==================== rr_ring_arbiter
### I/O pins on the die edge, rr_ring_arbiter

Drawn at 6 px/um. Pins as bars across the die edge, other pins in gray.
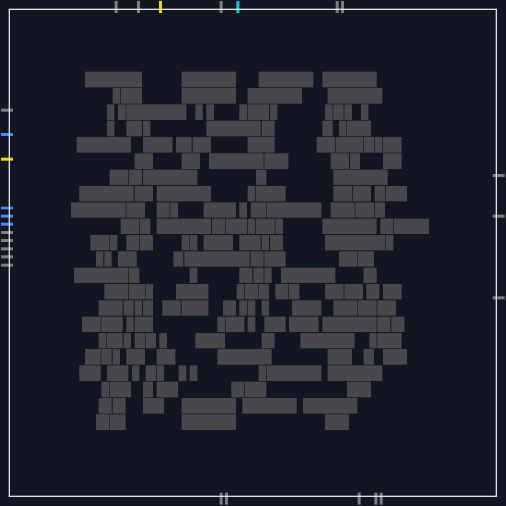

$ cat config.mk
export PLATFORM = sky130hd
export DESIGN_NAME = rr_ring_arbiter
export DESIGN_NICKNAME = d
export VERILOG_FILES = /design/src/rtl/rr_ring_arbiter.sv
export SDC_FILE = /design/constraint.sdc
export NUM_CORES = 1
export LEC_CHECK = 0
export CAP_MARGIN = 40
export CORE_MARGIN = 10
export CORE_UTILIZATION = 50
export DETAILED_ROUTE_END_ITERATION = 12
export DONT_BUFFER_PORTS = 1
export MAX_ROUTING_LAYER = met4
export PLACE_DENSITY_LB_ADDON = 0.08
export SLEW_MARGIN = 10
export SYNTH_ARGS = -nofsm -noshare
export SYNTH_HDL_FRONTEND = slang
export SYNTH_SLANG_ARGS = --single-unit
$ cat constraint.sdc
create_clock -name clk -period 5 [get_ports clk]
set_clock_uncertainty 0.2 [all_clocks]
set_input_delay 0.5 -clock clk [delete_from_list [all_inputs] [get_ports clk]]
set_output_delay 0.5 -clock clk [all_outputs]
set_load 0.01 [all_outputs]
$ cat src/rtl/rr_ring_arbiter.sv
// rr_ring_arbiter
//   Round-robin arbiter sharing one resource among N requesters. Priority is a
//   one-hot ring pointer that rotates past the winner on every release. Grants
//   are exclusive, registered, and held until the requester drops its request
//   or the hold limit (captured at grant start) expires.
//
// Ports
//   clk         rising-edge clock
//   rst         asynchronous active-high reset
//   req         request vector, bit i = requester i
//   max_hold    max consecutive grant cycles (0 = unlimited), sampled at grant start
//   grant       one-hot registered grant, zero when idle
//   grant_valid OR of grant, registered
//   grant_idx   binary index of the granted requester, 0 when idle
//   prio        one-hot priority pointer (highest-priority requester)
//   timeout     one-cycle pulse after a grant is revoked by the hold limit
module rr_ring_arbiter #(
  parameter int N      = 4,
  parameter int IDX_W  = 2,
  parameter int HOLD_W = 8
) (
  input  logic              clk,
  input  logic              rst,
  input  logic [N-1:0]      req,
  input  logic [HOLD_W-1:0] max_hold,
  output logic [N-1:0]      grant,
  output logic              grant_valid,
  output logic [IDX_W-1:0]  grant_idx,
  output logic [N-1:0]      prio,
  output logic              timeout
);

  typedef enum logic {
    IDLE  = 1'b0,
    GRANT = 1'b1
  } state_t;

  state_t            r_state, w_state_next;
  logic [N-1:0]      r_grant, w_grant_next;
  logic              r_valid, w_valid_next;
  logic [IDX_W-1:0]  r_idx, w_idx_next;
  logic [N-1:0]      r_prio, w_prio_next;
  logic              r_timeout, w_timeout_next;
  logic [HOLD_W-1:0] r_hold_cnt, w_hold_cnt_next;
  logic [HOLD_W-1:0] r_hold_limit, w_hold_limit_next;

  logic [IDX_W-1:0]  w_prio_idx;
  logic [IDX_W-1:0]  w_win_idx;
  logic              w_found;

  // Binary position of the one-hot priority pointer.
  always_comb begin
    w_prio_idx = '0;
    for (int i = 0; i < N; i++) begin
      if (r_prio[i]) w_prio_idx = IDX_W'(i);
    end
  end

  // Circular scan upward from the priority position; first set request wins.
  always_comb begin
    int c;
    c         = 0;
    w_found   = 1'b0;
    w_win_idx = '0;
    for (int off = 0; off < N; off++) begin
      c = (int'(w_prio_idx) + off) % N;
      if (!w_found && req[c[IDX_W-1:0]]) begin
        w_found   = 1'b1;
        w_win_idx = c[IDX_W-1:0];
      end
    end
  end

  // State register
  always_ff @(posedge clk or posedge rst) begin
    if (rst) begin
      r_state      <= IDLE;
      r_grant      <= '0;
      r_valid      <= 1'b0;
      r_idx        <= '0;
      r_prio       <= N'(1);
      r_timeout    <= 1'b0;
      r_hold_cnt   <= '0;
      r_hold_limit <= '0;
    end else begin
      r_state      <= w_state_next;
      r_grant      <= w_grant_next;
      r_valid      <= w_valid_next;
      r_idx        <= w_idx_next;
      r_prio       <= w_prio_next;
      r_timeout    <= w_timeout_next;
      r_hold_cnt   <= w_hold_cnt_next;
      r_hold_limit <= w_hold_limit_next;
    end
  end

  // Next-state logic
  always_comb begin
    w_state_next      = r_state;
    w_grant_next      = r_grant;
    w_valid_next      = r_valid;
    w_idx_next        = r_idx;
    w_prio_next       = r_prio;
    w_timeout_next    = 1'b0;
    w_hold_cnt_next   = r_hold_cnt;
    w_hold_limit_next = r_hold_limit;

    case (r_state)
      IDLE: begin
        if (w_found) begin
          w_state_next      = GRANT;
          w_grant_next      = N'(1) << w_win_idx;
          w_valid_next      = 1'b1;
          w_idx_next        = w_win_idx;
          w_hold_limit_next = max_hold;
          w_hold_cnt_next   = '0;
        end
      end
      GRANT: begin
        // A dropped request takes precedence over the limit: no timeout then.
        if ((req & r_grant) == '0 ||
            (r_hold_limit != '0 && r_hold_cnt == r_hold_limit - HOLD_W'(1))) begin
          w_state_next   = IDLE;
          w_grant_next   = '0;
          w_valid_next   = 1'b0;
          w_idx_next     = '0;
          // Pointer moves to the bit just past the winner: ring rotation.
          w_prio_next    = {r_grant[N-2:0], r_grant[N-1]};
          w_timeout_next = ((req & r_grant) != '0);
        end else if (r_hold_cnt != '1) begin
          w_hold_cnt_next = r_hold_cnt + HOLD_W'(1);
        end
      end
      default: w_state_next = IDLE;
    endcase
  end

  assign grant       = r_grant;
  assign grant_valid = r_valid;
  assign grant_idx   = r_idx;
  assign prio        = r_prio;
  assign timeout     = r_timeout;

endmodule

==================== fifo_to_mem_ring
### config.mk
export PLATFORM = sky130hd
export DESIGN_NAME = fifo_to_mem_ring
export DESIGN_NICKNAME = d
export VERILOG_FILES = /design/src/rtl/fifo_to_mem_ring.sv
export SDC_FILE = /design/constraint.sdc
export NUM_CORES = 1
export LEC_CHECK = 0
export ABC_AREA = 1
export CAP_MARGIN = 20
export CORE_MARGIN = 1.5
export CORE_UTILIZATION = 50
export DETAILED_ROUTE_END_ITERATION = 12
export GPL_ROUTABILITY_DRIVEN = 0
export PLACE_DENSITY = 0.95
export SLEW_MARGIN = 5
export SYNTH_ARGS = -nofsm -noshare
export SYNTH_HDL_FRONTEND = slang
export SYNTH_SLANG_ARGS = --single-unit
### constraint.sdc
create_clock -name clk -period 9.9 [get_ports clk]
set_clock_uncertainty 0.15 [all_clocks]
set_input_delay 1.98 -clock clk [delete_from_list [all_inputs] [get_ports clk]]
set_output_delay 1.98 -clock clk [all_outputs]
set_load 0.01 [all_outputs]
### src/rtl/fifo_to_mem_ring.sv
// Drains a first-word-fall-through FIFO into a memory write port over [low, high), one-shot or ring.
// Optional FIFO_TO_MEM_RING_CNT_EN adds the wr_count and wrap_count run statistics outputs.
module fifo_to_mem_ring #(
    parameter int FIFO_DATA_WIDTH  = 144,
    parameter int MEM_ADDR_WIDTH   = 19,
    parameter int MEM_DATA_WIDTH   = 144,
    parameter int MEM_BURST_LENGTH = 4,
    parameter int MEM_ADDR_LOW     = 0
) (
    input  logic                       clk,
    input  logic                       rst_n,
    output logic                       fifo_rd_en,
    input  logic [FIFO_DATA_WIDTH-1:0] fifo_data,
    input  logic                       fifo_empty,
    output logic                       app_wr_cmd,
    input  logic                       app_wr_rdy,
    output logic [MEM_ADDR_WIDTH-1:0]  app_wr_addr,
    output logic [MEM_DATA_WIDTH-1:0]  app_wr_data,
    input  logic [MEM_ADDR_WIDTH-1:0]  dflow_addr_low,
    input  logic [MEM_ADDR_WIDTH-1:0]  dflow_addr_high,
    output logic [MEM_ADDR_WIDTH-1:0]  dflow_mem_high,
    input  logic                       wrap_mode,
    input  logic                       start_store,
    input  logic                       cal_done,
    input  logic                       sw_rst,
    output logic                       store_done
`ifdef FIFO_TO_MEM_RING_CNT_EN
    ,
    output logic [31:0]                wr_count,
    output logic [15:0]                wrap_count
`endif
);

    localparam logic [MEM_ADDR_WIDTH-1:0] ADDR_IDLE  = MEM_ADDR_WIDTH'(MEM_ADDR_LOW);
    localparam logic [MEM_ADDR_WIDTH-1:0] BURST_MASK = MEM_ADDR_WIDTH'(MEM_BURST_LENGTH - 1);
    localparam logic [MEM_ADDR_WIDTH-1:0] ADDR_ONE   = MEM_ADDR_WIDTH'(1);

    typedef enum logic [2:0] {IDLE, RUN, STOP, DRAIN, DONE} state_t;

    state_t                    state_r;
    logic [MEM_ADDR_WIDTH-1:0] low_r;
    logic [MEM_ADDR_WIDTH-1:0] high_r;
    logic [MEM_ADDR_WIDTH-1:0] wp_r;
    logic                      wrap_r;
    logic                      oneshot_end_r;

    logic                      free_s;
    logic                      accept_s;
    logic                      aligned_s;
    logic                      win_end_s;
    logic                      pop_ok_s;
    logic [MEM_ADDR_WIDTH-1:0] wp_next_s;
    logic [MEM_ADDR_WIDTH-1:0] acc_next_s;

    assign free_s     = !app_wr_cmd || app_wr_rdy;
    assign accept_s   = app_wr_cmd && app_wr_rdy;
    assign wp_next_s  = wp_r + ADDR_ONE;
    assign acc_next_s = app_wr_addr + ADDR_ONE;
    assign win_end_s  = (wp_next_s == high_r);
    assign aligned_s  = (((wp_r - low_r) & BURST_MASK) == '0);
    // STOP keeps popping only to fill out the current burst
    assign pop_ok_s   = (state_r == RUN) || ((state_r == STOP) && !aligned_s);
    assign fifo_rd_en = free_s && !fifo_empty && cal_done && pop_ok_s;

    // Run control, write output register, high-water tracking and optional counters
    always_ff @(posedge clk) begin
        if (!rst_n || sw_rst) begin
            state_r        <= IDLE;
            low_r          <= '0;
            high_r         <= '0;
            wp_r           <= '0;
            wrap_r         <= 1'b0;
            oneshot_end_r  <= 1'b0;
            app_wr_cmd     <= 1'b0;
            app_wr_addr    <= ADDR_IDLE;
            app_wr_data    <= '0;
            dflow_mem_high <= dflow_addr_low;
            store_done     <= 1'b0;
`ifdef FIFO_TO_MEM_RING_CNT_EN
            wr_count       <= 32'd0;
            wrap_count     <= 16'd0;
`endif
        end else begin
            if (fifo_rd_en) begin
                app_wr_cmd  <= 1'b1;
                app_wr_addr <= wp_r;
                app_wr_data <= MEM_DATA_WIDTH'(fifo_data);
                wp_r        <= (win_end_s && wrap_r) ? low_r : wp_next_s;
            end else if (free_s) begin
                app_wr_cmd <= 1'b0;
            end

            if (accept_s && (acc_next_s > dflow_mem_high)) begin
                dflow_mem_high <= acc_next_s;
            end

`ifdef FIFO_TO_MEM_RING_CNT_EN
            if (accept_s && (wr_count != 32'hFFFF_FFFF)) begin
                wr_count <= wr_count + 32'd1;
            end
            if (fifo_rd_en && win_end_s && wrap_r && (wrap_count != 16'hFFFF)) begin
                wrap_count <= wrap_count + 16'd1;
            end
`endif

            case (state_r)
                IDLE: begin
                    if (start_store) begin
                        low_r          <= dflow_addr_low;
                        high_r         <= dflow_addr_high;
                        wrap_r         <= wrap_mode;
                        wp_r           <= dflow_addr_low;
                        dflow_mem_high <= dflow_addr_low;
                        oneshot_end_r  <= 1'b0;
`ifdef FIFO_TO_MEM_RING_CNT_EN
                        wr_count       <= 32'd0;
                        wrap_count     <= 16'd0;
`endif
                        if (dflow_addr_high <= dflow_addr_low) begin
                            state_r    <= DONE;
                            store_done <= 1'b1;
                        end else begin
                            state_r    <= RUN;
                            store_done <= 1'b0;
                        end
                    end
                end
                RUN: begin
                    if (fifo_rd_en && win_end_s && !wrap_r) begin
                        state_r       <= DRAIN;
                        oneshot_end_r <= 1'b1;
                    end else if (!start_store) begin
                        state_r <= STOP;
                    end
                end
                STOP: begin
                    if (fifo_rd_en && win_end_s && !wrap_r) begin
                        state_r       <= DRAIN;
                        oneshot_end_r <= 1'b1;
                    end else if (aligned_s || fifo_empty) begin
                        state_r <= DRAIN;
                    end
                end
                DRAIN: begin
                    if (!app_wr_cmd) begin
                        state_r     <= oneshot_end_r ? DONE : IDLE;
                        store_done  <= oneshot_end_r;
                        app_wr_addr <= ADDR_IDLE;
                    end
                end
                DONE: begin
                    if (!start_store) begin
                        state_r <= IDLE;
                    end
                end
                default: begin
                    state_r <= IDLE;
                end
            endcase
        end
    end

endmodule

### I/O pins on the die edge, fifo_to_mem_ring

Drawn at 3 px/um. Pins as bars across the die edge, other pins in gray.
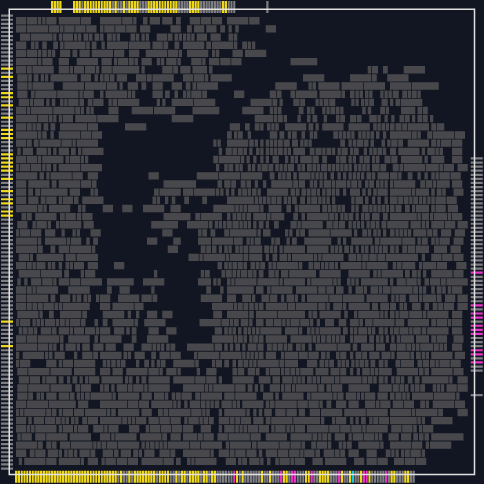
color	port	pins	direction	edge
magenta	dflow_mem_high	19	output	10 right, 9 bottom
yellow	fifo_data	144	input	82 bottom, 40 top, 22 left
cyan	sw_rst	1	input	bottom
all pins by edge	145 bottom, 112 left, 64 top, 54 right
DIE HEIGHT: 155 um
horizontal die dimension: 155 um

==> PnR_summary.wiki, fifo_to_mem_ring <==
== Run summary ==
{| class="wikitable"
! Metric !! Value
|-
| Run status || finished clean
|-
| Most instantiated logic cells after routing || sky130_fd_sc_hd__nor2_1 (378), sky130_fd_sc_hd__clkdlybuf4s50_1 (374), sky130_fd_sc_hd__nand2_1 (257), sky130_fd_sc_hd__dfxtp_1 (246), sky130_fd_sc_hd__o21ai_0 (221)
|-
| Global Route Usage Sum || 0.337
|-
| Clock root buffer || sky130_fd_sc_hd__clkbuf_16
|-
| Clk pin slew, worst setup/hold paths || 0.06 ns
|-
| Met2 Use GR || 0.567
|-
| Share of final layout cell area taken by clock buffers and inverters || 0.0558
|-
| Tally of clock buffers in the finished layout || 35
|-
| Io pins || 375
|-
| Flip-flop count of the largest register, all copies and words added || 144
|-
| Number of synthesized register bits || 246
|-
| Clock sink count || 246
|-
| Final setup fails || 0
|-
| Max stage delay cell, worst path || sky130_fd_sc_hd__inv_6
|-
| Register area share after synthesis || 0.429
|-
| Achievable clock frequency || 0.140 GHz
|-
| Overall via count from detail_route || 12.8k
|-
| Worst path max stage delay || 0.87 ns
|-
| Mean instance size in the synthesized netlist || 6.98 um2
|-
| Total count of max-transition violations in the final report || 0
|-
| Period minus WS final || 7.16 ns
|-
| Post-synthesis instance area || 11500 um2
|-
| Share of final-layout standard cells stronger than drive strength 1 || 0.0432
|-
| Flop count || 246
|-
| Sum of routed wire length over all layers || 41400 um
|-
| YS warnings || 0
|-
| FP Util || 0.509
|-
| Largest net degree at the start of global routing || 113
|-
| Number of hold buffers added after CTS || 0
|-
| Non-filler instance count after layout || 2283
|-
| Inserted Clock Buffers || 27
|-
| Sequential cell fraction of total power || 0.433
|-
| Standard cell core area || 22600 um2
|-
| Setup crit start kind || input pin
|-
| Main logic family after synthesis || simple AND/OR/NAND/NOR gates
|-
| Accumulated negative setup slack || 0 ns
|-
| Unrepaired setup endpoints after global routing || no
|-
| R2r setup slk || 5.32 ns
|-
| Most frequently used cell type in the post-synthesis netlist || sky130_fd_sc_hd__nor2_1
|-
| Number of gates resized after CTS || 0
|-
| Cell class contributing the biggest share of worst-path delay || buffers and inverters
|-
| Number of multi-input combinational cells || 1158
|-
| Final count of hold timing violations || 0
|-
| Cells traversed along the worst timing path || clkdlybuf4s50_1 > nor2_1 > nor3b_1 > nand2_4 > inv_6 > clkdlybuf4s50_1
|-
| Fraction of post-synthesis cell area in the top cell type by area || 0.429
|-
| WL met2 || 19300 um
|-
| Post-detail-place hpwl || 29300 um
|-
| Sw frac || 0.261
|-
| Combinational group share of total power || 0.139
|-
| Initial DRC Count || 1207
|-
| Cell types with the highest counts after synthesis || sky130_fd_sc_hd__nor2_1 (381), sky130_fd_sc_hd__nand2_1 (258), sky130_fd_sc_hd__dfxtp_1 (246)
|}
### Port wiring, rr_ring_arbiter

Drawn at 3 px/um.
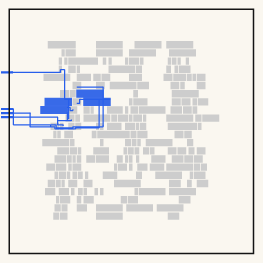
color	port	direction	end cells	buffers	wire
blue	grant	output	4	0	185 um
io pins: 26
count of input and output buffers: 0

### Cell placement, rr_ring_arbiter

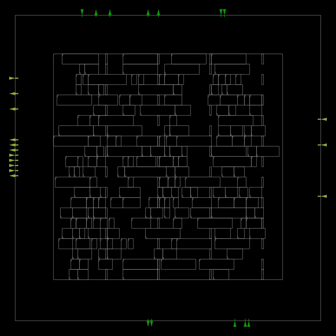
standard-cell rows: 22
sequential share of cell area: 0.356

## Picture notes: 'I/O pins on the die edge' of rr_ring_arbiter
color	port	pins	direction	edge
blue	grant	4	output	left
cyan	timeout	1	output	top
yellow	grant_idx	2	output	1 top, 1 left
horizontal die dimension: 80.9 um
DIE HEIGHT: 80.9 um

==> PnR_summary.wiki, rr_ring_arbiter <==
== Run summary ==
{| class="wikitable"
! Metric !! Value
|-
| Run status || finished clean
|-
| Post-layout util || 0.561
|-
| Number of buffers and inverters on the critical path || 1
|-
| FP Util || 0.511
|-
| Register area share after synthesis || 0.392
|-
| Final count of hold timing violations || 0
|-
| Non-clock buffering overhead in the final layout || 0.0258
|-
| Area of the chip || 6550 um2
|-
| Regs by FF count || r_hold_cnt x8, r_hold_limit x8
|-
| Number of hold buffers added after CTS || 1
|-
| Setup crit start kind || register
|-
| R2r setup slk || 2.11 ns
|-
| Sw frac || 0.433
|-
| Most area-hungry cell class in the final design || combinational gates
|-
| Main logic family after synthesis || simple AND/OR/NAND/NOR gates
|-
| Cell types with the highest counts after synthesis || sky130_fd_sc_hd__nand2_1 (29), sky130_fd_sc_hd__dfrtp_1 (28), sky130_fd_sc_hd__inv_1 (11)
|-
| Met2 Use GR || 0.246
|-
| Uppermost routed layer || met4
|-
| Final Cycle Share || 0.578
|-
| Post-route ant nets || 0
|-
| Part of the total power dissipated in the clock network || 0.180
|-
| Worst min-delay path startpoint || max_hold[1]
|-
| Post-synth top flop || sky130_fd_sc_hd__dfrtp_1
|-
| Buffers excl. clock || 3
|-
| Count of filler cells inserted in the layout || 337
|-
| Non-filler instance count after layout || 245
|-
| Cell total after placement || 236
|-
| Met1 track demand over resource || 0.145
|-
| Total count of max-transition violations in the final report || 0
|-
| Detail-routed net length per standard cell || 17.5 um
|-
| Most frequently used cell type in the post-synthesis netlist || sky130_fd_sc_hd__nand2_1
|-
| Share of final-layout standard cells stronger than drive strength 1 || 0.168
|-
| Accumulated negative setup slack || 0 ns
|-
| Sum of routed wire length over all layers || 4280 um
|-
| Well Taps || 48
|-
| Post-place setup slack || 2.12 ns
|-
| Fraction of area in multi-input gates || 0.509
|-
| WL met2 || 2250 um
|-
| Crit path from || r_hold_limit[0]$_DFFE_PP0P_
|-
| Hold depth || 2
|-
| Layer with the highest usage || met2
|-
| Drt pass-1 iters || 5
|-
| Synth unique cells || 55
|-
| Worst rel slew slack || 0.652
|-
| Synthesis area per yosys || 1860 um2
|}


==> gallery <==
M2 wires.
picture 1
Drawn at 3 px/um.
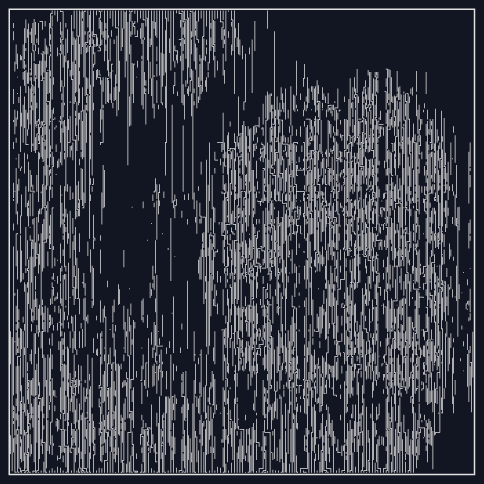
picture 2
Drawn at 6 px/um.
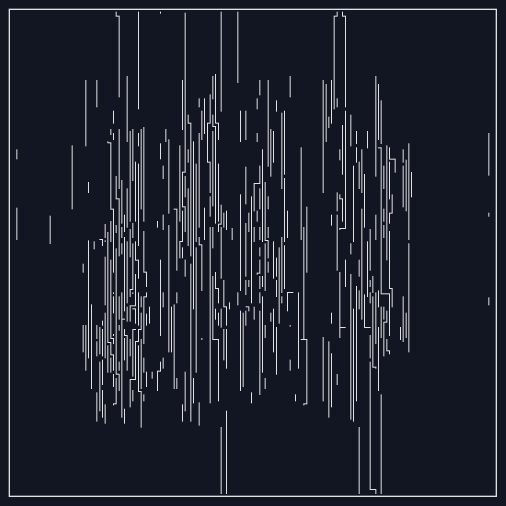
- largest die: picture 1
picture 2 -> rr_ring_arbiter
picture 1 -> fifo_to_mem_ring

No activity file was given, so power comes from the tool's default toggle rates.
